# block 1

==> block_1/layers.png <==
(4 px per um)
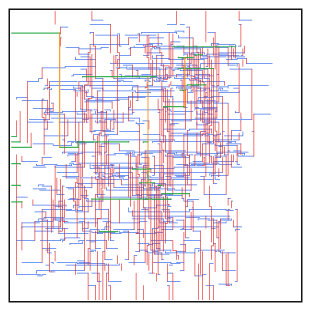

## config.mk

```make
export PLATFORM = sky130hd
export DESIGN_NAME = pt2262_encoder
export DESIGN_NICKNAME = d
export VERILOG_FILES = /design/src/rtl/pt2262_pkg.sv /design/src/rtl/pt2262_bit_shaper.sv /design/src/rtl/pt2262_encoder.sv
export SDC_FILE = /design/constraint.sdc
export NUM_CORES = 1
export LEC_CHECK = 0
export CAP_MARGIN = 20
export CORE_UTILIZATION = 45
export CTS_BUF_LIST = sky130_fd_sc_hd__clkbuf_8
export CTS_CLUSTER_SIZE = 20
export DETAILED_ROUTE_END_ITERATION = 8
export HOLD_SLACK_MARGIN = 0.1
export PLACE_DENSITY = 0.7
export SLEW_MARGIN = 25
export SYNTH_ARGS = -nofsm -noshare
export SYNTH_HDL_FRONTEND = slang
export SYNTH_SLANG_ARGS = --single-unit
```

## constraint.sdc

```tcl
create_clock -name osc_clk -period 4.7 [get_ports osc_clk]
set_input_delay 0.705 -clock osc_clk [delete_from_list [all_inputs] [get_ports osc_clk]]
set_output_delay 0.705 -clock osc_clk [all_outputs]
set_load 0.1 [all_outputs]
```

## src/rtl/pt2262_pkg.sv

```systemverilog
// -----------------------------------------------------------------------------
// pt2262_pkg
// Shared definitions for the PT2262-compatible encoder and the PT2272 decoder:
// code-symbol and frame-state enums, waveform timing constants (in units of
// one oscillator period, alpha) and a helper that maps an address input pair
// onto a trit.
// -----------------------------------------------------------------------------
package pt2262_pkg;

  // Symbol currently being shaped onto the wire. TRIT_SYNC is never stored in
  // the frame register; it selects the sync pulse shape.
  typedef enum logic [1:0] {
    TRIT_0    = 2'd0,
    TRIT_1    = 2'd1,
    TRIT_F    = 2'd2,
    TRIT_SYNC = 2'd3
  } trit_t;

  typedef enum logic [1:0] {
    IDLE = 2'd0,
    LOAD = 2'd1,
    CODE = 2'd2,
    SYNC = 2'd3
  } frame_state_t;

  // Waveform timing, in alpha.
  localparam int NARROW_A    = 4;
  localparam int WIDE_A      = 12;
  localparam int HALF_A      = 16;
  localparam int BIT_A       = 32;
  localparam int SYNC_HIGH_A = 4;
  localparam int SYNC_A      = 128;

  // The float flag wins over the value bit.
  function automatic trit_t trit_of(input logic val, input logic float_f);
    if (float_f) return TRIT_F;
    return val ? TRIT_1 : TRIT_0;
  endfunction

endpackage

```

## src/rtl/pt2262_bit_shaper.sv

```systemverilog
// -----------------------------------------------------------------------------
// pt2262_bit_shaper
// Purely combinational: returns the wire level for a symbol at a given alpha
// position within that symbol.
//   trit  in  trit_t  symbol (0, 1, F, or sync)
//   pos   in  7       alpha position: 0..31 for a code bit, 0..127 for sync
//   level out 1       wire level at that position
// -----------------------------------------------------------------------------
module pt2262_bit_shaper
  import pt2262_pkg::*;
(
  input  trit_t      trit,
  input  logic [6:0] pos,
  output logic       level
);

  logic wide;

  always_comb begin
    // NOTE: every variable gets a default first so no path through the case
    // leaves it unassigned, which would otherwise infer a latch.
    wide  = 1'b0;
    level = 1'b0;
    if (trit == TRIT_SYNC) begin
      level = (pos < 7'(SYNC_HIGH_A));
    end else begin
      // pos[4] selects the second half-bit; F is narrow then wide.
      wide  = (trit == TRIT_1) || ((trit == TRIT_F) && pos[4]);
      level = (pos[3:0] < (wide ? 4'(WIDE_A) : 4'(NARROW_A)));
    end
  end

endmodule

```

## src/rtl/pt2262_encoder.sv

```systemverilog
// -----------------------------------------------------------------------------
// pt2262_encoder
// PT2262-compatible serial encoder. On te it snapshots N_ADDR address trits and
// N_DATA data bits and sends one frame (address trits, data bits, sync) on
// cod_o; frames repeat back to back, separated by a single low cycle, while te
// is still high at the end of each frame.
//   osc_clk    in  1       oscillator clock
//   reset      in  1       asynchronous, active-high reset
//   te         in  1       transmit enable (level)
//   A_val      in  N_ADDR  address value per trit
//   A_f        in  N_ADDR  float flag per trit (1 = F, overrides A_val)
//   D          in  N_DATA  data bits
//   cod_o      out 1       registered serial code output
//   busy       out 1       high from LOAD through the end of sync
//   frame_done out 1       pulse on the last cycle of each frame
// -----------------------------------------------------------------------------
module pt2262_encoder
  import pt2262_pkg::*;
#(
  parameter int ALPHA_DIV = 1,
  parameter int N_ADDR    = 8,
  parameter int N_DATA    = 4
) (
  input  logic              osc_clk,
  input  logic              reset,
  input  logic              te,
  input  logic [N_ADDR-1:0] A_val,
  input  logic [N_ADDR-1:0] A_f,
  input  logic [N_DATA-1:0] D,
  output logic              cod_o,
  output logic              busy,
  output logic              frame_done
);

  localparam int N_BITS = N_ADDR + N_DATA;
  localparam int IW     = (N_BITS > 1) ? $clog2(N_BITS) : 1;
  localparam int PW     = (ALPHA_DIV > 1) ? $clog2(ALPHA_DIV) : 1;

  frame_state_t          state_q, state_d;
  logic [PW-1:0]         presc_q, presc_d;
  // One position counter serves both phases: 0..31 inside a code bit,
  // 0..127 inside sync.
  logic [6:0]            pos_q, pos_d;
  logic [IW-1:0]         bit_idx_q, bit_idx_d;
  logic [N_BITS-1:0][1:0] trits_q, trits_d;
  logic                  cod_o_q, cod_o_d;

  logic                  alpha_tick;
  trit_t                 shape_trit;
  logic                  shape_level;

  assign alpha_tick = (presc_q == PW'(ALPHA_DIV - 1));

  always_comb begin
    state_d    = state_q;
    presc_d    = presc_q;
    pos_d      = pos_q;
    bit_idx_d  = bit_idx_q;
    trits_d    = trits_q;
    frame_done = 1'b0;

    unique case (state_q)
      IDLE: begin
        if (te) state_d = LOAD;
      end

      LOAD: begin
        for (int i = 0; i < N_ADDR; i++) trits_d[i] = trit_of(A_val[i], A_f[i]);
        for (int i = 0; i < N_DATA; i++) trits_d[N_ADDR+i] = trit_of(D[i], 1'b0);
        presc_d   = '0;
        pos_d     = '0;
        bit_idx_d = '0;
        state_d   = CODE;
      end

      CODE: begin
        if (!alpha_tick) begin
          presc_d = presc_q + PW'(1);
        end else begin
          presc_d = '0;
          if (pos_q != 7'(BIT_A - 1)) begin
            pos_d = pos_q + 7'd1;
          end else begin
            pos_d = '0;
            if (bit_idx_q == IW'(N_BITS - 1)) begin
              bit_idx_d = '0;
              state_d   = SYNC;
            end else begin
              bit_idx_d = bit_idx_q + IW'(1);
            end
          end
        end
      end

      SYNC: begin
        if (!alpha_tick) begin
          presc_d = presc_q + PW'(1);
        end else begin
          presc_d = '0;
          if (pos_q != 7'(SYNC_A - 1)) begin
            pos_d = pos_q + 7'd1;
          end else begin
            // te is only looked at here, so a frame always runs to completion.
            pos_d      = '0;
            frame_done = 1'b1;
            state_d    = te ? LOAD : IDLE;
          end
        end
      end

      default: state_d = IDLE;
    endcase
  end

  // The shaper looks at the symbol and position of the *next* cycle so that
  // cod_o can be registered and still line up with the counters. Leaving LOAD,
  // trits_d already holds the fresh snapshot.
  assign shape_trit = (state_d == SYNC) ? TRIT_SYNC : trit_t'(trits_d[bit_idx_d]);
  assign cod_o_d    = ((state_d == CODE) || (state_d == SYNC)) && shape_level;

  pt2262_bit_shaper u_shaper (
    .trit  (shape_trit),
    .pos   (pos_d),
    .level (shape_level)
  );

  always_ff @(posedge osc_clk or posedge reset) begin
    // NOTE: sequential state uses non-blocking assignments so every flop
    // samples pre-edge values regardless of statement order.
    if (reset) begin
      state_q   <= IDLE;
      presc_q   <= '0;
      pos_q     <= '0;
      bit_idx_q <= '0;
      trits_q   <= '0;
      cod_o_q   <= 1'b0;
    end else begin
      state_q   <= state_d;
      presc_q   <= presc_d;
      pos_q     <= pos_d;
      bit_idx_q <= bit_idx_d;
      trits_q   <= trits_d;
      cod_o_q   <= cod_o_d;
    end
  end

  assign cod_o = cod_o_q;
  assign busy  = (state_q != IDLE);

endmodule

```

# block 2

--- config.mk ---
export PLATFORM = sky130hd
export DESIGN_NAME = xm23_prog_loader_flat
export DESIGN_NICKNAME = d
export VERILOG_FILES = /design/src/rtl/xm23_loader_pkg.sv /design/src/rtl/xm23_prog_loader_if.sv /design/src/rtl/uart_rx_byte.sv /design/src/rtl/xm23_prog_loader.sv /design/src/flat_wrapper.sv
export SDC_FILE = /design/constraint.sdc
export NUM_CORES = 1
export LEC_CHECK = 0
export ABC_CLOCK_PERIOD_IN_PS = 5950
export CAP_MARGIN = 20
export CORE_ASPECT_RATIO = 1.2
export CORE_MARGIN = 1
export CORE_UTILIZATION = 40
export DETAILED_ROUTE_END_ITERATION = 6
export GPL_TIMING_DRIVEN = 0
export SETUP_SLACK_MARGIN = 0.15
export SYNTH_ARGS = -nofsm -noshare
export SYNTH_HDL_FRONTEND = slang
export SYNTH_SLANG_ARGS = --single-unit
export TNS_END_PERCENT = 10
--- constraint.sdc ---
create_clock -name clk -period 5.95 [get_ports clk]
set_input_delay 1.19 -clock clk [delete_from_list [all_inputs] [get_ports clk]]
set_output_delay 1.19 -clock clk [all_outputs]
set_load 0.05 [all_outputs]
--- src/rtl/xm23_loader_pkg.sv ---
// Shared types and defaults for the XM23 serial program loader.
// Holds the frame and byte-receiver state encodings plus the default timing/sync constants.
package xm23_loader_pkg;

    localparam int unsigned CLKS_PER_BIT_DEFAULT = 434;
    localparam logic [7:0]  SYNC_BYTE_DEFAULT    = 8'hA5;

    typedef enum logic [2:0] {
        FS_IDLE,
        FS_ADDR_HI,
        FS_ADDR_LO,
        FS_CNT_HI,
        FS_CNT_LO,
        FS_DATA_LO,
        FS_DATA_HI,
        FS_CSUM
    } frame_state_e;

    typedef enum logic [1:0] {
        RX_IDLE,
        RX_START,
        RX_DATA,
        RX_STOP
    } rx_state_e;

endpackage

--- src/rtl/xm23_prog_loader_if.sv ---
// Program-RAM write bus and loader status lines.
// The loader drives everything; the RAM/CPU side only observes.
interface xm23_prog_loader_if;

    logic [14:0] pram_address;
    logic [15:0] pram_data;
    logic        pram_wren;
    logic        busy;
    logic        done;
    logic        error;

    modport master (
        output pram_address,
        output pram_data,
        output pram_wren,
        output busy,
        output done,
        output error
    );

    modport slave (
        input pram_address,
        input pram_data,
        input pram_wren,
        input busy,
        input done,
        input error
    );

endinterface

--- src/rtl/uart_rx_byte.sv ---
// 8N1 UART byte receiver with a 2-flop input synchronizer.
// Emits a one-cycle byte_valid (good stop bit) or frame_err (low stop bit) at the stop-bit sample.
module uart_rx_byte
    import xm23_loader_pkg::*;
#(
    parameter int unsigned CLKS_PER_BIT = CLKS_PER_BIT_DEFAULT
) (
    input  logic       clk,
    input  logic       init,
    input  logic       rx,
    output logic       byte_valid,
    output logic [7:0] byte_data,
    output logic       frame_err
);

    localparam int unsigned     CW        = (CLKS_PER_BIT > 1) ? $clog2(CLKS_PER_BIT) : 1;
    localparam logic [CW-1:0]   FULL_TICK = CW'(CLKS_PER_BIT - 1);
    localparam logic [CW-1:0]   HALF_TICK = CW'(CLKS_PER_BIT / 2 - 1);

    logic          rx_meta_q;
    logic          rx_sync_q;
    logic          rx_prev_q;
    rx_state_e     state_q,  state_d;
    logic [CW-1:0] cnt_q,    cnt_d;
    logic [2:0]    bit_q,    bit_d;
    logic [7:0]    shift_q,  shift_d;
    logic          full_tick;
    logic          half_tick;

    assign full_tick = (cnt_q == FULL_TICK);
    assign half_tick = (cnt_q == HALF_TICK);

    // Synchronizer and edge-history flops idle high so reset never looks like a start bit.
    always_ff @(posedge clk or posedge init) begin
        if (init) begin
            rx_meta_q <= 1'b1;
            rx_sync_q <= 1'b1;
            rx_prev_q <= 1'b1;
            state_q   <= RX_IDLE;
            cnt_q     <= '0;
            bit_q     <= '0;
            shift_q   <= '0;
        end else begin
            rx_meta_q <= rx;
            rx_sync_q <= rx_meta_q;
            rx_prev_q <= rx_sync_q;
            state_q   <= state_d;
            cnt_q     <= cnt_d;
            bit_q     <= bit_d;
            shift_q   <= shift_d;
        end
    end

    always_comb begin
        state_d = state_q;
        cnt_d   = cnt_q + 1'b1;
        bit_d   = bit_q;
        shift_d = shift_q;
        unique case (state_q)
            RX_IDLE: begin
                cnt_d = '0;
                if (rx_prev_q && !rx_sync_q) begin
                    state_d = RX_START;
                end
            end
            RX_START: begin
                // A line that is high again at mid-start-bit was only a glitch.
                if (half_tick) begin
                    cnt_d   = '0;
                    bit_d   = '0;
                    state_d = rx_sync_q ? RX_IDLE : RX_DATA;
                end
            end
            RX_DATA: begin
                if (full_tick) begin
                    cnt_d   = '0;
                    shift_d = {rx_sync_q, shift_q[7:1]};
                    bit_d   = bit_q + 1'b1;
                    if (bit_q == 3'd7) begin
                        state_d = RX_STOP;
                    end
                end
            end
            RX_STOP: begin
                if (full_tick) begin
                    cnt_d   = '0;
                    state_d = RX_IDLE;
                end
            end
            default: begin
                state_d = RX_IDLE;
            end
        endcase
    end

    always_comb begin
        byte_valid = 1'b0;
        frame_err  = 1'b0;
        if ((state_q == RX_STOP) && full_tick) begin
            byte_valid = rx_sync_q;
            frame_err  = !rx_sync_q;
        end
    end

    assign byte_data = shift_q;

endmodule

--- src/rtl/xm23_prog_loader.sv ---
// Serial program loader: parses SYNC/address/count/data/checksum frames from the UART
// and writes the received 16-bit words into program RAM.
module xm23_prog_loader
    import xm23_loader_pkg::*;
#(
    parameter int unsigned CLKS_PER_BIT = CLKS_PER_BIT_DEFAULT,
    parameter logic [7:0]  SYNC_BYTE    = SYNC_BYTE_DEFAULT
) (
    input  logic                clk,
    input  logic                init,
    input  logic                rx,
    xm23_prog_loader_if.master  bus
);

    logic         rx_valid;
    logic [7:0]   rx_byte;
    logic         rx_frame_err;

    frame_state_e state_q,        state_d;
    logic [14:0]  addr_q,         addr_d;
    logic [15:0]  cnt_q,          cnt_d;
    logic [7:0]   csum_q,         csum_d;
    logic [7:0]   data_lo_q,      data_lo_d;
    logic [14:0]  pram_address_q, pram_address_d;
    logic [15:0]  pram_data_q,    pram_data_d;
    logic         pram_wren_q,    pram_wren_d;
    logic         busy_q,         busy_d;
    logic         done_q,         done_d;
    logic         error_q,        error_d;

    uart_rx_byte #(
        .CLKS_PER_BIT (CLKS_PER_BIT)
    ) u_rx (
        .clk        (clk),
        .init       (init),
        .rx         (rx),
        .byte_valid (rx_valid),
        .byte_data  (rx_byte),
        .frame_err  (rx_frame_err)
    );

    always_ff @(posedge clk or posedge init) begin
        if (init) begin
            state_q        <= FS_IDLE;
            addr_q         <= '0;
            cnt_q          <= '0;
            csum_q         <= '0;
            data_lo_q      <= '0;
            pram_address_q <= '0;
            pram_data_q    <= '0;
            pram_wren_q    <= 1'b0;
            busy_q         <= 1'b0;
            done_q         <= 1'b0;
            error_q        <= 1'b0;
        end else begin
            state_q        <= state_d;
            addr_q         <= addr_d;
            cnt_q          <= cnt_d;
            csum_q         <= csum_d;
            data_lo_q      <= data_lo_d;
            pram_address_q <= pram_address_d;
            pram_data_q    <= pram_data_d;
            pram_wren_q    <= pram_wren_d;
            busy_q         <= busy_d;
            done_q         <= done_d;
            error_q        <= error_d;
        end
    end

    always_comb begin
        state_d        = state_q;
        addr_d         = addr_q;
        cnt_d          = cnt_q;
        csum_d         = csum_q;
        data_lo_d      = data_lo_q;
        pram_address_d = pram_address_q;
        pram_data_d    = pram_data_q;
        pram_wren_d    = 1'b0;
        busy_d         = busy_q;
        done_d         = done_q;
        error_d        = error_q;

        // A broken byte mid-frame abandons the frame; words already written remain.
        if (rx_frame_err && (state_q != FS_IDLE)) begin
            error_d = 1'b1;
            busy_d  = 1'b0;
            state_d = FS_IDLE;
        end else if (rx_valid) begin
            if ((state_q != FS_IDLE) && (state_q != FS_CSUM)) begin
                csum_d = csum_q ^ rx_byte;
            end
            unique case (state_q)
                FS_IDLE: begin
                    if (rx_byte == SYNC_BYTE) begin
                        state_d = FS_ADDR_HI;
                        busy_d  = 1'b1;
                        done_d  = 1'b0;
                        error_d = 1'b0;
                        csum_d  = '0;
                    end
                end
                FS_ADDR_HI: begin
                    addr_d[14:8] = rx_byte[6:0];
                    state_d      = FS_ADDR_LO;
                end
                FS_ADDR_LO: begin
                    addr_d[7:0] = rx_byte;
                    state_d     = FS_CNT_HI;
                end
                FS_CNT_HI: begin
                    cnt_d[15:8] = rx_byte;
                    state_d     = FS_CNT_LO;
                end
                FS_CNT_LO: begin
                    cnt_d[7:0] = rx_byte;
                    state_d    = ({cnt_q[15:8], rx_byte} == 16'd0) ? FS_CSUM : FS_DATA_LO;
                end
                FS_DATA_LO: begin
                    data_lo_d = rx_byte;
                    state_d   = FS_DATA_HI;
                end
                FS_DATA_HI: begin
                    pram_wren_d    = 1'b1;
                    pram_address_d = addr_q;
                    pram_data_d    = {rx_byte, data_lo_q};
                    addr_d         = addr_q + 15'd1;
                    cnt_d          = cnt_q - 16'd1;
                    state_d        = (cnt_q == 16'd1) ? FS_CSUM : FS_DATA_LO;
                end
                FS_CSUM: begin
                    if (rx_byte == csum_q) begin
                        done_d = 1'b1;
                    end else begin
                        error_d = 1'b1;
                    end
                    busy_d  = 1'b0;
                    state_d = FS_IDLE;
                end
                default: begin
                    state_d = FS_IDLE;
                end
            endcase
        end
    end

    always_comb begin
        bus.pram_address = pram_address_q;
        bus.pram_data    = pram_data_q;
        bus.pram_wren    = pram_wren_q;
        bus.busy         = busy_q;
        bus.done         = done_q;
        bus.error        = error_q;
    end

endmodule

--- src/flat_wrapper.sv ---
// flat-port wrapper written by rule: the top's interface ports become plain ports
module xm23_prog_loader_flat import xm23_loader_pkg::*;
#(
    parameter int unsigned CLKS_PER_BIT = CLKS_PER_BIT_DEFAULT,
    parameter logic [7:0]  SYNC_BYTE    = SYNC_BYTE_DEFAULT
)
  (clk, init, rx, bus_pram_address, bus_pram_data, bus_pram_wren, bus_busy, bus_done, bus_error);
  xm23_prog_loader_if bus_i ();
  input  logic clk;
  input  logic init;
  input  logic rx;
  output wire logic [$bits(bus_i.pram_address)-1:0] bus_pram_address;
  output wire logic [$bits(bus_i.pram_data)-1:0] bus_pram_data;
  output wire logic [$bits(bus_i.pram_wren)-1:0] bus_pram_wren;
  output wire logic [$bits(bus_i.busy)-1:0] bus_busy;
  output wire logic [$bits(bus_i.done)-1:0] bus_done;
  output wire logic [$bits(bus_i.error)-1:0] bus_error;
  assign bus_pram_address = bus_i.pram_address;
  assign bus_pram_data = bus_i.pram_data;
  assign bus_pram_wren = bus_i.pram_wren;
  assign bus_busy = bus_i.busy;
  assign bus_done = bus_i.done;
  assign bus_error = bus_i.error;
  xm23_prog_loader #(.CLKS_PER_BIT(CLKS_PER_BIT), .SYNC_BYTE(SYNC_BYTE)) u_core (.clk(clk), .init(init), .rx(rx), .bus(bus_i));
endmodule
==> block_1/m2.png <==
(4 px per um)
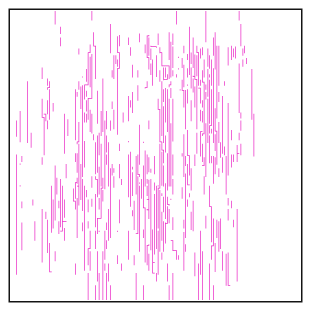
The layer holds 48% of the routed length. The wires run mostly vertical.

Notes on block_1/layers.png above:
Key: red = M2 [wire length 2180 um]; orange = M4 [wire length 71.4 um]; green = M3 [wire length 149 um]; blue = M1 [wire length 2120 um]

==> results.rst, block 1 <==
Metrics
=======

.. list-table::
   :header-rows: 1

   * - Metric
     - Value
   * - Post-CTS setup buffers
     - 0
   * - # fillers
     - 415
   * - Number of clock sinks seen by CTS
     - 38
   * - Post-detailed-routing wire length
     - around 4.5 mm
   * - Cell resize tally after clock tree synthesis
     - 0
   * - Layout multi-input combinational cell count
     - 148
   * - Inverters excl. clock
     - 36
   * - Count of input and output buffers
     - 25
   * - Logic family by area
     - simple AND/OR/NAND/NOR gates
   * - Yosys warning tally
     - 0
   * - Fin area
     - between 0.002 and 0.003 mm^2
   * - Dpl cell area
     - ~0.0025 mm^2
   * - Clk Latency, worst-skew pair
     - roughly 0.29 ns
   * - Longest individual stage delay on the worst path
     - about 1.1 ns
   * - Post-synth top flop
     - sky130_fd_sc_hd__dfrtp_1
   * - Footprint of the multi-input gates
     - around 0.0011 mm^2
   * - Hold Path Sink
     - trits_q[7]
   * - Number of detailed-route iterations in the first pass
     - 4
   * - Placement Rows
     - 25
   * - Met1 wire length
     - about 2.1 mm
   * - Global routing usage on met1
     - 0.280
   * - Portion of the post-synthesis area used by sequential elements
     - 0.422
   * - Worst setup slack after layout
     - 1.18 ns
   * - Sequential group share of total power
     - 0.516
   * - Final weighted congestion in routability-driven placement
     - 0.878
   * - DRC violations left
     - 0
   * - Worst hold path depth
     - 2
   * - Final Critical Period
     - 3.52 ns
   * - Result of the run
     - complete, no violations
   * - Final #Nets
     - about 290
   * - Ys cells
     - roughly 230
   * - Required @ worst endpoint
     - roughly 4.0 ns
-- block 1: synthesized netlist by cell type (all sizes together) (2+ instances only) --
master / number / area [um^2]
a31oi: 3 / 18.8
o221ai: 2 / 17.5
o211ai: 4 / 40.0
a32oi: 2 / 25.0
a311oi: 2 / 17.5
buf: 8 / 53.8
mux2i: 22 / 220
clkbuf: 2 / 7.51
nand3b: 7 / 52.6
ha: 8 / 100
inv: 35 / 131
o22ai: 3 / 18.8
dfrtp: 38 / 951
nand4: 3 / 18.8
xnor2: 4 / 35.0
a21oi: 5 / 28.8
nand3: 7 / 35.0
and4: 2 / 20.0
and3: 2 / 12.5
xor2: 2 / 17.5
o21ai: 13 / 65.1
nor2: 14 / 62.6
nand2: 12 / 45.0
o41a: 2 / 22.5
nor2b: 5 / 31.3
nor3: 7 / 35.0
-- block 1: worst max-delay path, delay by kind of cell, from the launching register on --
kind                     cells  cell delay (ns)
flip-flops                   1             0.39
AND/OR/NAND/NOR              3             0.78
adder cells (fa/ha/maj)      1             0.21
buffers and inverters        1             1.13
-- block 1: flip-flops by register name, indices dropped and copies added (netlist names) --
register	count
trits_q	24
pos_q	7
bit_idx_q	4
state_q	2
cod_o	1
==> block_2/m2.png <==
(2 px per um)
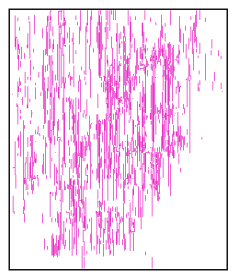
The layer carries 6160 um of wire. The layer holds 49% of the routed length. The wires run mostly vertical.

==> block_2/m3.png <==
(2 px per um)
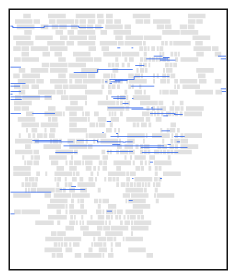
The wires run mostly horizontal. The layer holds 4.5% of the routed length. The layer carries 567 um of wire.
post-detailed-routing wire length: 12.5 mm
total via count after detailed routing: 4153

==> results.rst, block 2 <==
Metrics
=======

.. list-table::
   :header-rows: 1

   * - Metric
     - Value
   * - Ratio of cells with drive above 1 in the final layout
     - 0.150
   * - Number of clock sinks seen by CTS
     - between 100 and 150
   * - Finished Layout Cells
     - 740
   * - Commonest cells after routing, fill and taps aside
     - 107 x sky130_fd_sc_hd__dfrtp_1, 47 x sky130_fd_sc_hd__mux2_2, 45 x sky130_fd_sc_hd__a21oi_1
   * - Total die area
     - 0.0140 mm^2
   * - Result of the run
     - complete, no violations
   * - Slew HR
     - 0.433
   * - Post-synth mux share
     - 0.107
   * - Core area
     - ~0.013 mm^2
   * - Global-route congestion overflow total
     - 0
   * - Total negative setup slack
     - 0 ns
   * - Placed instance count
     - between 700 and 800
   * - Count of cell types in the netlist
     - between 50 and 60
   * - Yosys warning tally
     - 0
   * - Number of hold-repair buffers added at the cts stage
     - 0
   * - Cell internal power dissipation
     - between 0.001 and 0.0015 W
   * - Post-route fraction of the period consumed by the critical path
     - 0.459
   * - # fillers
     - 1239
==> block 2: per-stage QoR <==
stage | utilization | setup slack [ns] | instance area (um^2)
floorplan | - | 1.86 | 5420
global placement | 0.453 | 0.277 | 6000
detailed placement | 0.455 | 3.31 | 6030
CTS | 0.478 | 3.20 | 6330
global route | 0.478 | 3.17 | 6330
finish | 0.478 | 3.22 | 6330
==> block 2: area by class of cell <==
cell class	count	area [um^2]	area share
timing repair buffer	38	398	0.0629
clock inverter	7	75.1	0.0119
sequential	110	2760	0.436
buffer	31	121	0.0192
clock buffer	9	225	0.0356
inverter	10	40.0	0.00633
tap	168	210	0.0332
multi-input combinational	367	2500	0.395
==> block 2: power groups by stage <==
stage	Sequential (W)	Clock (W)	Combinational (W)
detailed placement	0.000802	0	0.0000769
global route	0.000791	0.000637	0.0000872
finish	0.000787	0.000602	0.0000740
CTS	0.000788	0.000615	0.0000770
floorplan	0.000797	0	0.0000578
global placement	0.000802	0	0.0000697
==> block 2: cell usage after synthesis (all sizes together) (10+ instances only) <==
master,number
a21oi,45
dfrtp,107
nor2,43
o21ai,28
xor2,11
inv,10
nand3,24
xnor2,14
clkbuf,23
mux2,47
o22ai,11
nand2,35

# block 3

==> block_3/layers.png <==
(6 px per um)
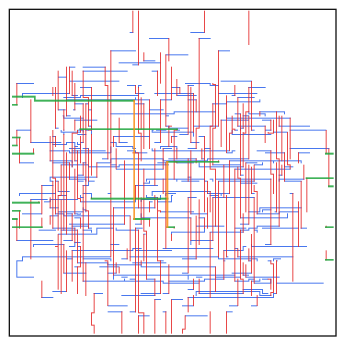

==> src/rtl/sum_shift_stage_pkg.sv <==
// Shared types for the sum shifter stage: state and mode encodings
// plus the default datapath width.
package sum_shift_stage_pkg;

    localparam int DEF_WIDTH = 8;

    typedef enum logic [1:0] {
        IDLE  = 2'd0,
        SHIFT = 2'd1,
        HOLD  = 2'd2
    } state_e;

    typedef enum logic [1:0] {
        SHL = 2'b00,
        SHR = 2'b01,
        SAR = 2'b10,
        ROL = 2'b11
    } mode_e;

endpackage

==> src/rtl/sum_shift_stage_shift_step.sv <==
// Single-bit combinational shifter: one step of the selected operation.
module shift_step
    import sum_shift_stage_pkg::*;
#(
    parameter int W = DEF_WIDTH
) (
    input  logic [W-1:0] d,
    input  mode_e        mode,
    output logic [W-1:0] q
);

    always_comb begin
        q = d;
        unique case (mode)
            SHL: q = {d[W-2:0], 1'b0};
            SHR: q = {1'b0, d[W-1:1]};
            SAR: q = {d[W-1], d[W-1:1]};
            ROL: q = {d[W-2:0], d[W-1]};
        endcase
    end

endmodule

==> src/rtl/sum_shift_stage.sv <==
// Captures the adder sum, steps it one bit per clock, then holds it
// with oe high until the consumer acks.
module sum_shift_stage
    import sum_shift_stage_pkg::*;
#(
    parameter int WIDTH = DEF_WIDTH,
    parameter int AMT_W = $clog2(WIDTH)
) (
    input  logic             clk,
    input  logic             rst_n,
    input  logic             start,
    input  logic [WIDTH-1:0] sum_in,
    input  logic [1:0]       mode,
    input  logic [AMT_W-1:0] amount,
    input  logic             ack,
    output logic [WIDTH-1:0] from_shifter,
    output logic             oe,
    output logic             busy,
    output logic             done
);

    state_e             state_q;
    mode_e              mode_q;
    logic [AMT_W-1:0]   cnt_q;
    logic [WIDTH-1:0]   data_q;
    logic [WIDTH-1:0]   data_d;
    logic               done_q;

    shift_step #(.W(WIDTH)) u_step (
        .d    (data_q),
        .mode (mode_q),
        .q    (data_d)
    );

    always_ff @(posedge clk or negedge rst_n) begin
        if (!rst_n) begin
            state_q <= IDLE;
            mode_q  <= SHL;
            cnt_q   <= '0;
            data_q  <= '0;
            done_q  <= 1'b0;
        end else begin
            unique case (state_q)
                IDLE: begin
                    done_q <= 1'b0;
                    if (start) begin
                        data_q <= sum_in;
                        mode_q <= mode_e'(mode);
                        cnt_q  <= amount;
                        if (amount == '0) begin
                            state_q <= HOLD;
                            done_q  <= 1'b1;
                        end else begin
                            state_q <= SHIFT;
                        end
                    end
                end
                SHIFT: begin
                    data_q <= data_d;
                    cnt_q  <= cnt_q - AMT_W'(1);
                    if (cnt_q == AMT_W'(1)) begin
                        state_q <= HOLD;
                        done_q  <= 1'b1;
                    end
                end
                HOLD: begin
                    done_q <= 1'b0;
                    if (ack) begin
                        state_q <= IDLE;
                    end
                end
                default: begin
                    state_q <= IDLE;
                    done_q  <= 1'b0;
                end
            endcase
        end
    end

    // Decoded from state alone so reset releases the bus immediately.
    assign oe           = (state_q == HOLD);
    assign busy         = (state_q != IDLE);
    assign done         = done_q;
    assign from_shifter = data_q;

endmodule

==> config.mk <==
export PLATFORM = sky130hd
export DESIGN_NAME = sum_shift_stage
export DESIGN_NICKNAME = d
export VERILOG_FILES = /design/src/rtl/sum_shift_stage_pkg.sv /design/src/rtl/sum_shift_stage_shift_step.sv /design/src/rtl/sum_shift_stage.sv
export SDC_FILE = /design/constraint.sdc
export NUM_CORES = 1
export LEC_CHECK = 0
export CAP_MARGIN = 20
export CELL_PAD_IN_SITES_DETAIL_PLACEMENT = 0
export CELL_PAD_IN_SITES_GLOBAL_PLACEMENT = 1
export CORE_UTILIZATION = 38
export CTS_BUF_LIST = sky130_fd_sc_hd__clkbuf_8 sky130_fd_sc_hd__clkbuf_16
export CTS_CLUSTER_DIAMETER = 30
export DETAILED_ROUTE_END_ITERATION = 12
export PLACE_DENSITY = 0.93
export REMOVE_ABC_BUFFERS = 1
export SLEW_MARGIN = 20
export SYNTH_ARGS = -nofsm -noshare
export SYNTH_HDL_FRONTEND = slang
export SYNTH_SLANG_ARGS = --single-unit
==> constraint.sdc <==
create_clock -name clk -period 2.5 [get_ports clk]
set_clock_uncertainty 0.15 [all_clocks]
set_input_delay 0.375 -clock clk [delete_from_list [all_inputs] [get_ports clk]]
set_output_delay 0.375 -clock clk [all_outputs]
set_load 0.03 [all_outputs]
# block 4

[src/rtl/stack_mc_controller_pkg.sv]
// Shared encodings for the multicycle stack-processor controller: FSM states,
// opcodes, datapath select codes, trap codes and opcode decode helpers.
package stack_mc_controller_pkg;

   typedef enum logic [3:0] {
      S_IDLE = 4'd0,
      S_IF   = 4'd1,
      S_ID   = 4'd2,
      S_POPA = 4'd3,
      S_POPB = 4'd4,
      S_LDA  = 4'd5,
      S_WB   = 4'd6,
      S_PSHA = 4'd7,
      S_PSHB = 4'd8,
      S_MRD  = 4'd9,
      S_MWR  = 4'd10,
      S_JMP  = 4'd11,
      S_JZ   = 4'd12,
      S_HALT = 4'd13,
      S_TRAP = 4'd14
   } state_t;

   localparam logic [3:0] OP_ADD  = 4'd0;
   localparam logic [3:0] OP_SUB  = 4'd1;
   localparam logic [3:0] OP_AND  = 4'd2;
   localparam logic [3:0] OP_NOT  = 4'd3;
   localparam logic [3:0] OP_PUSH = 4'd4;
   localparam logic [3:0] OP_POP  = 4'd5;
   localparam logic [3:0] OP_JMP  = 4'd6;
   localparam logic [3:0] OP_JZ   = 4'd7;
   localparam logic [3:0] OP_DUP  = 4'd8;
   localparam logic [3:0] OP_SWAP = 4'd9;
   localparam logic [3:0] OP_HALT = 4'd15;

   localparam logic [1:0] ALU_ADD = 2'b00;
   localparam logic [1:0] ALU_SUB = 2'b01;
   localparam logic [1:0] ALU_AND = 2'b10;
   localparam logic [1:0] ALU_NOT = 2'b11;

   localparam logic [1:0] PS_B   = 2'b00;
   localparam logic [1:0] PS_MEM = 2'b01;
   localparam logic [1:0] PS_ALU = 2'b10;
   localparam logic [1:0] PS_A   = 2'b11;

   localparam logic [1:0] SRCB_B    = 2'b00;
   localparam logic [1:0] SRCB_ONE  = 2'b01;
   localparam logic [1:0] SRCB_ZERO = 2'b10;

   localparam logic [1:0] TRAP_NONE    = 2'b00;
   localparam logic [1:0] TRAP_UNDER   = 2'b01;
   localparam logic [1:0] TRAP_OVER    = 2'b10;
   localparam logic [1:0] TRAP_ILLEGAL = 2'b11;

   function automatic logic op_legal(input logic [3:0] op);
      logic ok;
      case (op)
         OP_ADD, OP_SUB, OP_AND, OP_NOT, OP_PUSH, OP_POP,
         OP_JMP, OP_JZ, OP_DUP, OP_SWAP, OP_HALT: ok = 1'b1;
         default:                                 ok = 1'b0;
      endcase
      return ok;
   endfunction

   // Entries the stack must hold before the instruction may start.
   function automatic logic [1:0] op_min_depth(input logic [3:0] op);
      logic [1:0] n;
      case (op)
         OP_ADD, OP_SUB, OP_AND, OP_SWAP: n = 2'd2;
         OP_NOT, OP_POP, OP_JZ, OP_DUP:   n = 2'd1;
         default:                         n = 2'd0;
      endcase
      return n;
   endfunction

   function automatic logic op_needs_slot(input logic [3:0] op);
      logic s;
      case (op)
         OP_DUP, OP_PUSH: s = 1'b1;
         default:         s = 1'b0;
      endcase
      return s;
   endfunction

   function automatic logic [1:0] op_alu(input logic [3:0] op);
      logic [1:0] a;
      case (op)
         OP_SUB:  a = ALU_SUB;
         OP_AND:  a = ALU_AND;
         OP_NOT:  a = ALU_NOT;
         default: a = ALU_ADD;
      endcase
      return a;
   endfunction

   // First execute state after a clean decode.
   function automatic state_t op_entry(input logic [3:0] op);
      state_t s;
      case (op)
         OP_ADD, OP_SUB, OP_AND, OP_NOT, OP_JZ, OP_SWAP: s = S_POPA;
         OP_DUP:  s = S_LDA;
         OP_PUSH: s = S_MRD;
         OP_POP:  s = S_MWR;
         OP_JMP:  s = S_JMP;
         OP_HALT: s = S_HALT;
         default: s = S_TRAP;
      endcase
      return s;
   endfunction

endpackage

[src/rtl/stack_mc_controller_depth_counter.sv]
// Tracks stack occupancy from the controller's push/pop strobes and reports
// whether one or two pops, or one push, are currently safe.
module stack_mc_controller_depth_counter #(
   parameter int CNT_W = 5,
   parameter int DEPTH = 16
) (
   input  logic             clk,
   input  logic             rst,
   input  logic             push,
   input  logic             pop,
   output logic [CNT_W-1:0] depth,
   output logic             can_pop1,
   output logic             can_pop2,
   output logic             can_push1
);

   localparam logic [CNT_W-1:0] ONE   = CNT_W'(1);
   localparam logic [CNT_W-1:0] TWO   = CNT_W'(2);
   localparam logic [CNT_W-1:0] LIMIT = CNT_W'(DEPTH);

   // Occupancy register; simultaneous push and pop leave it unchanged.
   always_ff @(posedge clk or posedge rst) begin
      if (rst) begin
         depth <= '0;
      end else if (push && !pop) begin
         depth <= depth + ONE;
      end else if (pop && !push) begin
         depth <= depth - ONE;
      end else begin
         depth <= depth;
      end
   end

   assign can_pop1  = (depth >= ONE);
   assign can_pop2  = (depth >= TWO);
   assign can_push1 = (depth < LIMIT);

endmodule

[src/rtl/stack_mc_controller.sv]
// Multicycle Moore controller for the stack datapath with memory wait
// handshake, stack-depth tracking and sticky underflow/overflow/illegal traps.
module stack_mc_controller
   import stack_mc_controller_pkg::*;
#(
   parameter int DEPTH    = 16,
   parameter int CNT_W    = 5,
   parameter int MEM_WAIT = 1
) (
   input  logic             clk,
   input  logic             rst,
   input  logic [3:0]       opcode,
   input  logic             zero,
   input  logic             mem_ready,
   output logic             iord,
   output logic             pc_write,
   output logic             pc_src,
   output logic             mem_read,
   output logic             mem_write,
   output logic             ir_write,
   output logic             push,
   output logic             pop,
   output logic             tos,
   output logic             a_write,
   output logic             b_write,
   output logic             aorb,
   output logic             alu_src_a,
   output logic [1:0]       alu_src_b,
   output logic [1:0]       alu_op,
   output logic [1:0]       push_src,
   output logic [CNT_W-1:0] depth,
   output logic             trap,
   output logic [1:0]       trap_code,
   output logic             halted
);

   localparam logic WAIT_EN = (MEM_WAIT != 0);

   state_t     state_r;
   logic [1:0] trap_code_r;
   logic       rdy_s;
   logic       can_pop1_s;
   logic       can_pop2_s;
   logic       can_push1_s;
   logic       underflow_s;
   logic       overflow_s;

   assign rdy_s = mem_ready | ~WAIT_EN;

   stack_mc_controller_depth_counter #(
      .CNT_W (CNT_W),
      .DEPTH (DEPTH)
   ) u_depth (
      .clk       (clk),
      .rst       (rst),
      .push      (push),
      .pop       (pop),
      .depth     (depth),
      .can_pop1  (can_pop1_s),
      .can_pop2  (can_pop2_s),
      .can_push1 (can_push1_s)
   );

   // Stack precondition checks for the opcode currently in IR.
   always_comb begin
      underflow_s = 1'b0;
      overflow_s  = 1'b0;
      case (op_min_depth(opcode))
         2'd2:    underflow_s = ~can_pop2_s;
         2'd1:    underflow_s = ~can_pop1_s;
         default: underflow_s = 1'b0;
      endcase
      if (op_needs_slot(opcode)) begin
         overflow_s = ~can_push1_s;
      end else begin
         overflow_s = 1'b0;
      end
   end

   // State sequencing; trap_code is captured only when decode rejects an opcode.
   always_ff @(posedge clk or posedge rst) begin
      if (rst) begin
         state_r     <= S_IDLE;
         trap_code_r <= TRAP_NONE;
      end else begin
         case (state_r)
            S_IDLE: state_r <= S_IF;
            S_IF: begin
               if (rdy_s) state_r <= S_ID;
               else       state_r <= S_IF;
            end
            S_ID: begin
               if (!op_legal(opcode)) begin
                  state_r     <= S_TRAP;
                  trap_code_r <= TRAP_ILLEGAL;
               end else if (underflow_s) begin
                  state_r     <= S_TRAP;
                  trap_code_r <= TRAP_UNDER;
               end else if (overflow_s) begin
                  state_r     <= S_TRAP;
                  trap_code_r <= TRAP_OVER;
               end else begin
                  state_r <= op_entry(opcode);
               end
            end
            S_POPA: begin
               case (opcode)
                  OP_ADD, OP_SUB, OP_AND, OP_SWAP: state_r <= S_POPB;
                  OP_NOT:  state_r <= S_WB;
                  OP_JZ:   state_r <= S_JZ;
                  default: state_r <= S_IF;
               endcase
            end
            S_POPB: begin
               if (opcode == OP_SWAP) state_r <= S_PSHA;
               else                   state_r <= S_WB;
            end
            S_LDA: state_r <= S_PSHA;
            S_PSHA: begin
               if (opcode == OP_SWAP) state_r <= S_PSHB;
               else                   state_r <= S_IF;
            end
            S_MRD, S_MWR: begin
               if (rdy_s) state_r <= S_IF;
               else       state_r <= state_r;
            end
            S_WB, S_PSHB, S_JMP, S_JZ: state_r <= S_IF;
            S_HALT: state_r <= S_HALT;
            S_TRAP: state_r <= S_TRAP;
            default: state_r <= S_IDLE;
         endcase
      end
   end

   // Moore output decode from the state register (mem_ready/zero gate a few strobes).
   always_comb begin
      iord      = 1'b0;
      pc_write  = 1'b0;
      pc_src    = 1'b0;
      mem_read  = 1'b0;
      mem_write = 1'b0;
      ir_write  = 1'b0;
      push      = 1'b0;
      pop       = 1'b0;
      tos       = 1'b0;
      a_write   = 1'b0;
      b_write   = 1'b0;
      aorb      = 1'b0;
      alu_src_a = 1'b0;
      alu_src_b = SRCB_B;
      alu_op    = ALU_ADD;
      push_src  = PS_B;
      trap      = 1'b0;
      halted    = 1'b0;
      trap_code = trap_code_r;
      case (state_r)
         S_IF: begin
            mem_read  = 1'b1;
            alu_src_b = SRCB_ONE;
            pc_write  = rdy_s;
            ir_write  = rdy_s;
         end
         S_POPA: begin
            pop     = 1'b1;
            a_write = 1'b1;
         end
         S_POPB: begin
            pop     = 1'b1;
            b_write = 1'b1;
            aorb    = 1'b1;
         end
         S_LDA: begin
            tos     = 1'b1;
            a_write = 1'b1;
         end
         S_WB: begin
            alu_src_a = 1'b1;
            alu_src_b = SRCB_B;
            alu_op    = op_alu(opcode);
            push      = 1'b1;
            push_src  = PS_ALU;
         end
         S_PSHA: begin
            push     = 1'b1;
            push_src = PS_A;
         end
         S_PSHB: begin
            push     = 1'b1;
            push_src = PS_B;
         end
         S_MRD: begin
            iord     = 1'b1;
            mem_read = 1'b1;
            push_src = PS_MEM;
            push     = rdy_s;
         end
         S_MWR: begin
            iord      = 1'b1;
            tos       = 1'b1;
            mem_write = 1'b1;
            pop       = rdy_s;
         end
         S_JMP: begin
            pc_write = 1'b1;
            pc_src   = 1'b1;
         end
         S_JZ: begin
            alu_src_a = 1'b1;
            alu_src_b = SRCB_ZERO;
            alu_op    = ALU_ADD;
            pc_src    = zero;
            pc_write  = zero;
         end
         S_HALT: halted = 1'b1;
         S_TRAP: trap = 1'b1;
         default: trap_code = trap_code_r;
      endcase
   end

endmodule

[config.mk]
export PLATFORM = sky130hd
export DESIGN_NAME = stack_mc_controller
export DESIGN_NICKNAME = d
export VERILOG_FILES = /design/src/rtl/stack_mc_controller_pkg.sv /design/src/rtl/stack_mc_controller_depth_counter.sv /design/src/rtl/stack_mc_controller.sv
export SDC_FILE = /design/constraint.sdc
export NUM_CORES = 1
export LEC_CHECK = 0
export ABC_CLOCK_PERIOD_IN_PS = 2500
export CAP_MARGIN = 10
export CELL_PAD_IN_SITES_DETAIL_PLACEMENT = 1
export CELL_PAD_IN_SITES_GLOBAL_PLACEMENT = 1
export CORE_ASPECT_RATIO = 0.6
export CORE_MARGIN = 10
export CORE_UTILIZATION = 30
export CTS_BUF_LIST = sky130_fd_sc_hd__clkbuf_16
export DETAILED_ROUTE_END_ITERATION = 8
export HOLD_SLACK_MARGIN = 0.1
export PLACE_DENSITY_LB_ADDON = 0.1
export SYNTH_ARGS = -nofsm -noshare
export SYNTH_HDL_FRONTEND = slang
export SYNTH_SLANG_ARGS = --single-unit
[constraint.sdc]
create_clock -name clk -period 2.5 [get_ports clk]
set_input_delay 0.5 -clock clk [delete_from_list [all_inputs] [get_ports clk]]
set_output_delay 0.5 -clock clk [all_outputs]
set_load 0.03 [all_outputs]

## Gallery

The clock network.
panel A
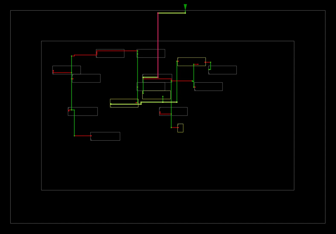
panel B
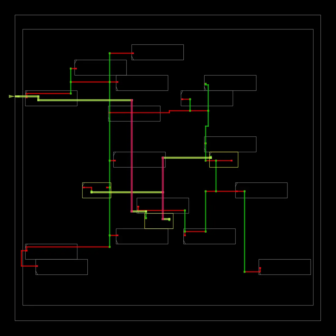
block 3: panel B
block 4: panel A
The one with the most sequential cells is panel B.

==> block_4/floorplan.png <==
(4 px per um) Pins as bars on the die edge. Tap cells in grey.
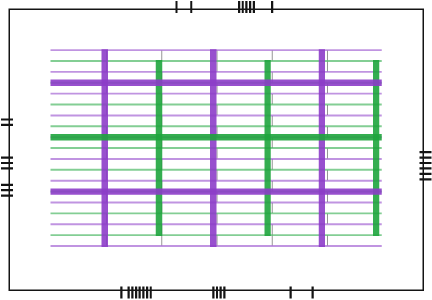
Key: purple = VSS; green = VDD
19 met1 rails follow the rows. 50 tap cells.
core area: 0.00405 mm^2
Worst VDD drop: 0.636 mV
die width: 103 um
die outline height: 69.9 um

==> results.rst, block 4 <==
Metrics
=======

.. list-table::
   :header-rows: 1

   * - Metric
     - Value
   * - Yosys warning tally
     - 0
   * - Final Critical Period
     - 2.37 ns
   * - Post-synth top flop
     - sky130_fd_sc_hd__dfrtp_1
   * - XOR/XNOR share of the synthesized area
     - 0.0563
   * - Largest area class, layout
     - combinational gates
   * - Required @ worst endpoint
     - 2.00 ns
   * - TritonCTS clock tree
     - built
   * - Result of the run
     - complete, no violations
   * - Number of hold-repair buffers added at the cts stage
     - 0
   * - Synth area leader
     - sky130_fd_sc_hd__dfrtp_1
   * - Wire length of the first global-routing pass
     - 7.73 mm
   * - Placed instance count
     - roughly 260
   * - Utilization after layout
     - 0.465
   * - Footprint of the multi-input gates
     - 891 um^2
   * - Post-synthesis simple-gate area fraction
     - 0.359
   * - Finished Layout Cells
     - ~270
   * - Power attributed to combinational cells
     - 0.00184 W
   * - Final weighted congestion in routability-driven placement
     - approximately 0.8
   * - Slew HR
     - 0.697
   * - Cell internal power dissipation
     - about 0.0013 W
   * - Post-CTS setup buffers
     - 2
   * - Endpoints failing setup
     - 0
   * - Final Max Tran Viols
     - 0
   * - Number of global-route vias before repair
     - 1476
   * - Commonest cells after routing, fill and taps aside
     - 36 x sky130_fd_sc_hd__buf_4, 13 x sky130_fd_sc_hd__nor2_1, 13 x sky130_fd_sc_hd__a21oi_1
   * - Residual antenna-violating net count after detailed routing
     - 0
   * - First-iteration detailed-routing DRC count
     - 79
   * - Count of mapped cells out of synthesis
     - 165
   * - FF/Latch Area
     - roughly 280 um^2
   * - Count of non-CTS buffers in the layout
     - ~63
## block 4: critical path: stages
cell	delay, ns
sky130_fd_sc_hd__clkdlybuf4s50_1	0.40
sky130_fd_sc_hd__and3_1	0.16
sky130_fd_sc_hd__o21a_1	0.19
sky130_fd_sc_hd__or2_2	0.27
sky130_fd_sc_hd__dlygate4sd2_1	0.36
## block 4: cell families after synthesis
group / after synthesis
flops: 11
compound gates: 42
buf+inv: 21
simple gates: 75
mux: 2
xor+xnor: 8
fa+ha+maj: 6
## block 4: flip-flops by register name, indices dropped and copies added (netlist names)
| register | flops |
|---|---|
| state_r | 4 |
| u_depth.depth | 5 |
| trap_code | 2 |
## block 4: final timing paths
| check | cells after the start | to | start | slack (ns) |
|---|---|---|---|---|
| max reg2reg | 7 | u_depth.depth[4] | state_r[0] | 0.18 |
| min | 2 | trap_code[0] | trap_code[0] | 0.52 |
| max | 5 | pc_write | zero | 0.13 |
| min in group asynchronous | 2 | u_depth.depth[1] | rst | 0.57 |
| min reg2reg | 2 | trap_code[0] | trap_code[0] | 0.52 |
| max in group asynchronous | 2 | state_r[1] | rst | 1.59 |
==> block_3/m2.png <==
(4 px per um)
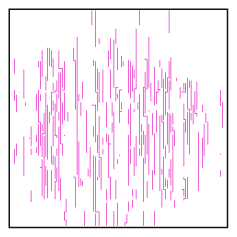
133 nets have wire on it. The layer carries 1290 um of wire. The layer holds 52% of the routed length.
post-detailed-routing wire length: 2.49 mm
total via count after detailed routing: 929
GR Layer Usage met2: 0.388

## Picture notes: block_3/layers.png
Key: green = M3 [wire length 87.4 um]; red = M2 [wire length 1290 um]; orange = M4 [wire length 30.6 um]; blue = M1 [wire length 1080 um]
wire length per cell after detailed routing: 15.3 um
overall global routing resource usage: 0.207

==> results.rst, block 3 <==
Metrics
=======

.. list-table::
   :header-rows: 1

   * - Metric
     - Value
   * - Top cells by area, synth
     - sky130_fd_sc_hd__dfrtp_1 39%, sky130_fd_sc_hd__a221oi_2 5.8%, sky130_fd_sc_hd__nor3b_1 5.8%
   * - Final sequential cell count
     - 16
   * - Count of pins on the block boundary
     - 28
   * - Worst R2R Start
     - mode_q[1]
   * - Count of input and output buffers
     - 27
   * - Total negative setup slack
     - 0 ns
   * - Result of the run
     - complete, no violations
   * - Detailed Place HPWL
     - 1.79 mm
   * - Longest individual stage delay on the worst path
     - about 0.67 ns
   * - Number of hold-repair buffers added at the cts stage
     - 0
   * - Post-route fraction of the period consumed by the critical path
     - 0.858
   * - Ys cells
     - approximately 110
   * - Count of buffering cells on the critical path with inverters included
     - 2
   * - FF/Latch Area
     - 400 um^2
   * - Placement Rows
     - 18
   * - Clock buf/inv share
     - 0.0298
   * - Clock transition at the register clock pins on the worst setup and hold paths after CTS
     - about 0.070 ns
   * - Maximum number of pins on one net before global-route repair
     - 21
   * - Critical Path Fanout Max
     - 12
   * - Mapped Area
     - 0.00104 mm^2
   * - Setup WS pre-CTS
     - about 0.57 ns
   * - Final weighted congestion in routability-driven placement
     - 0.811
-- block 3: how the worst max path moves through the flow --
stage                     from  slack, ns  cells past startpoint              end
floorplan           state_q[1]       0.78                      2               oe
detailed placement       start       0.57                      4        mode_q[0]
CTS                 state_q[0]       0.35                      3             busy
global route        state_q[0]       0.27                      3             busy
finish              state_q[0]       0.36                      3             busy
global placement         start       0.59                      4  from_shifter[7]
-- block 3: per-stage QoR --
stage | utilization | power [W] | hold slack [ns] | cells
finish | 0.550 | 0.00189 | 0.411 | 163
global route | 0.550 | 0.00204 | 0.452 | 163
CTS | 0.550 | 0.00192 | 0.426 | 163
detailed placement | 0.534 | 0.00171 | 0.409 | 160
global placement | 0.534 | 0.00167 | 0.405 | 160
floorplan | - | 0.00131 | -0.0706 | 99
-- block 3: power breakdown --
part | internal (W) | switching [W] | total, W
Combinational | 0.000545 | 0.000588 | 0.00113
Clock | 0.000107 | 0.0000925 | 0.000200
Sequential | 0.000390 | 0.000171 | 0.000561
-- block 3: metal layers --
metal  vias up  share of wire  global-route usage
li1        436              -                   -
met1       468           0.43               0.220
met2        20           0.52               0.388
met3         5          0.035              0.0583
met4         0          0.012              0.0641
met5         -              0                   0


==> gallery <==
Power grid.
image #1
(6 px per um) Pins as bars on the die edge. Tap cells in grey.
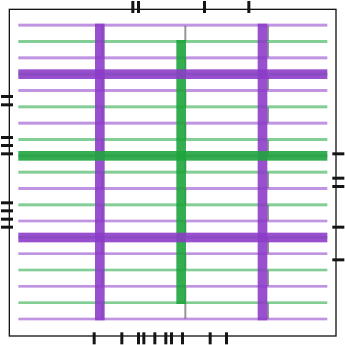
image #2
(4 px per um) Pins as bars on the die edge. Tap cells in grey.
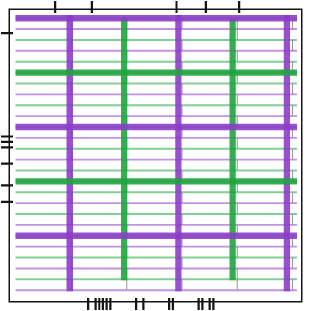
image #3
(3 px per um) Pins as bars on the die edge. Tap cells in grey.
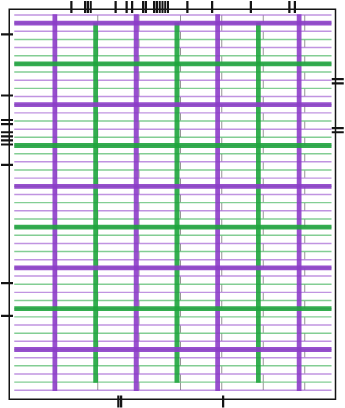
- image #2 = block 1
- image #3 = block 2
- image #1 = block 3

Key to image #1:
Key: purple = VSS; green = VDD
The core has 18 rows. 30 tap cells. 3 straps on met4. 19 met1 rails follow the rows. 28 signal pins sit on the boundary.


==> gallery <==
Met3 routing.
shot_01.png
(4 px per um)
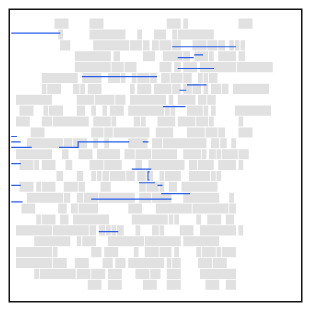
shot_02.png
(4 px per um)
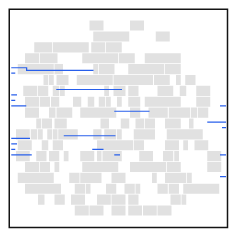
shot_03.png
(3 px per um)
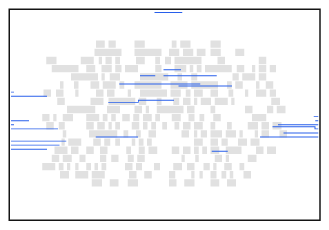
- smallest die: shot_02.png
- largest die: shot_03.png
shot_02.png -> block 3
shot_01.png -> block 1
shot_03.png -> block 4

Power and IR drop assume default switching activity.
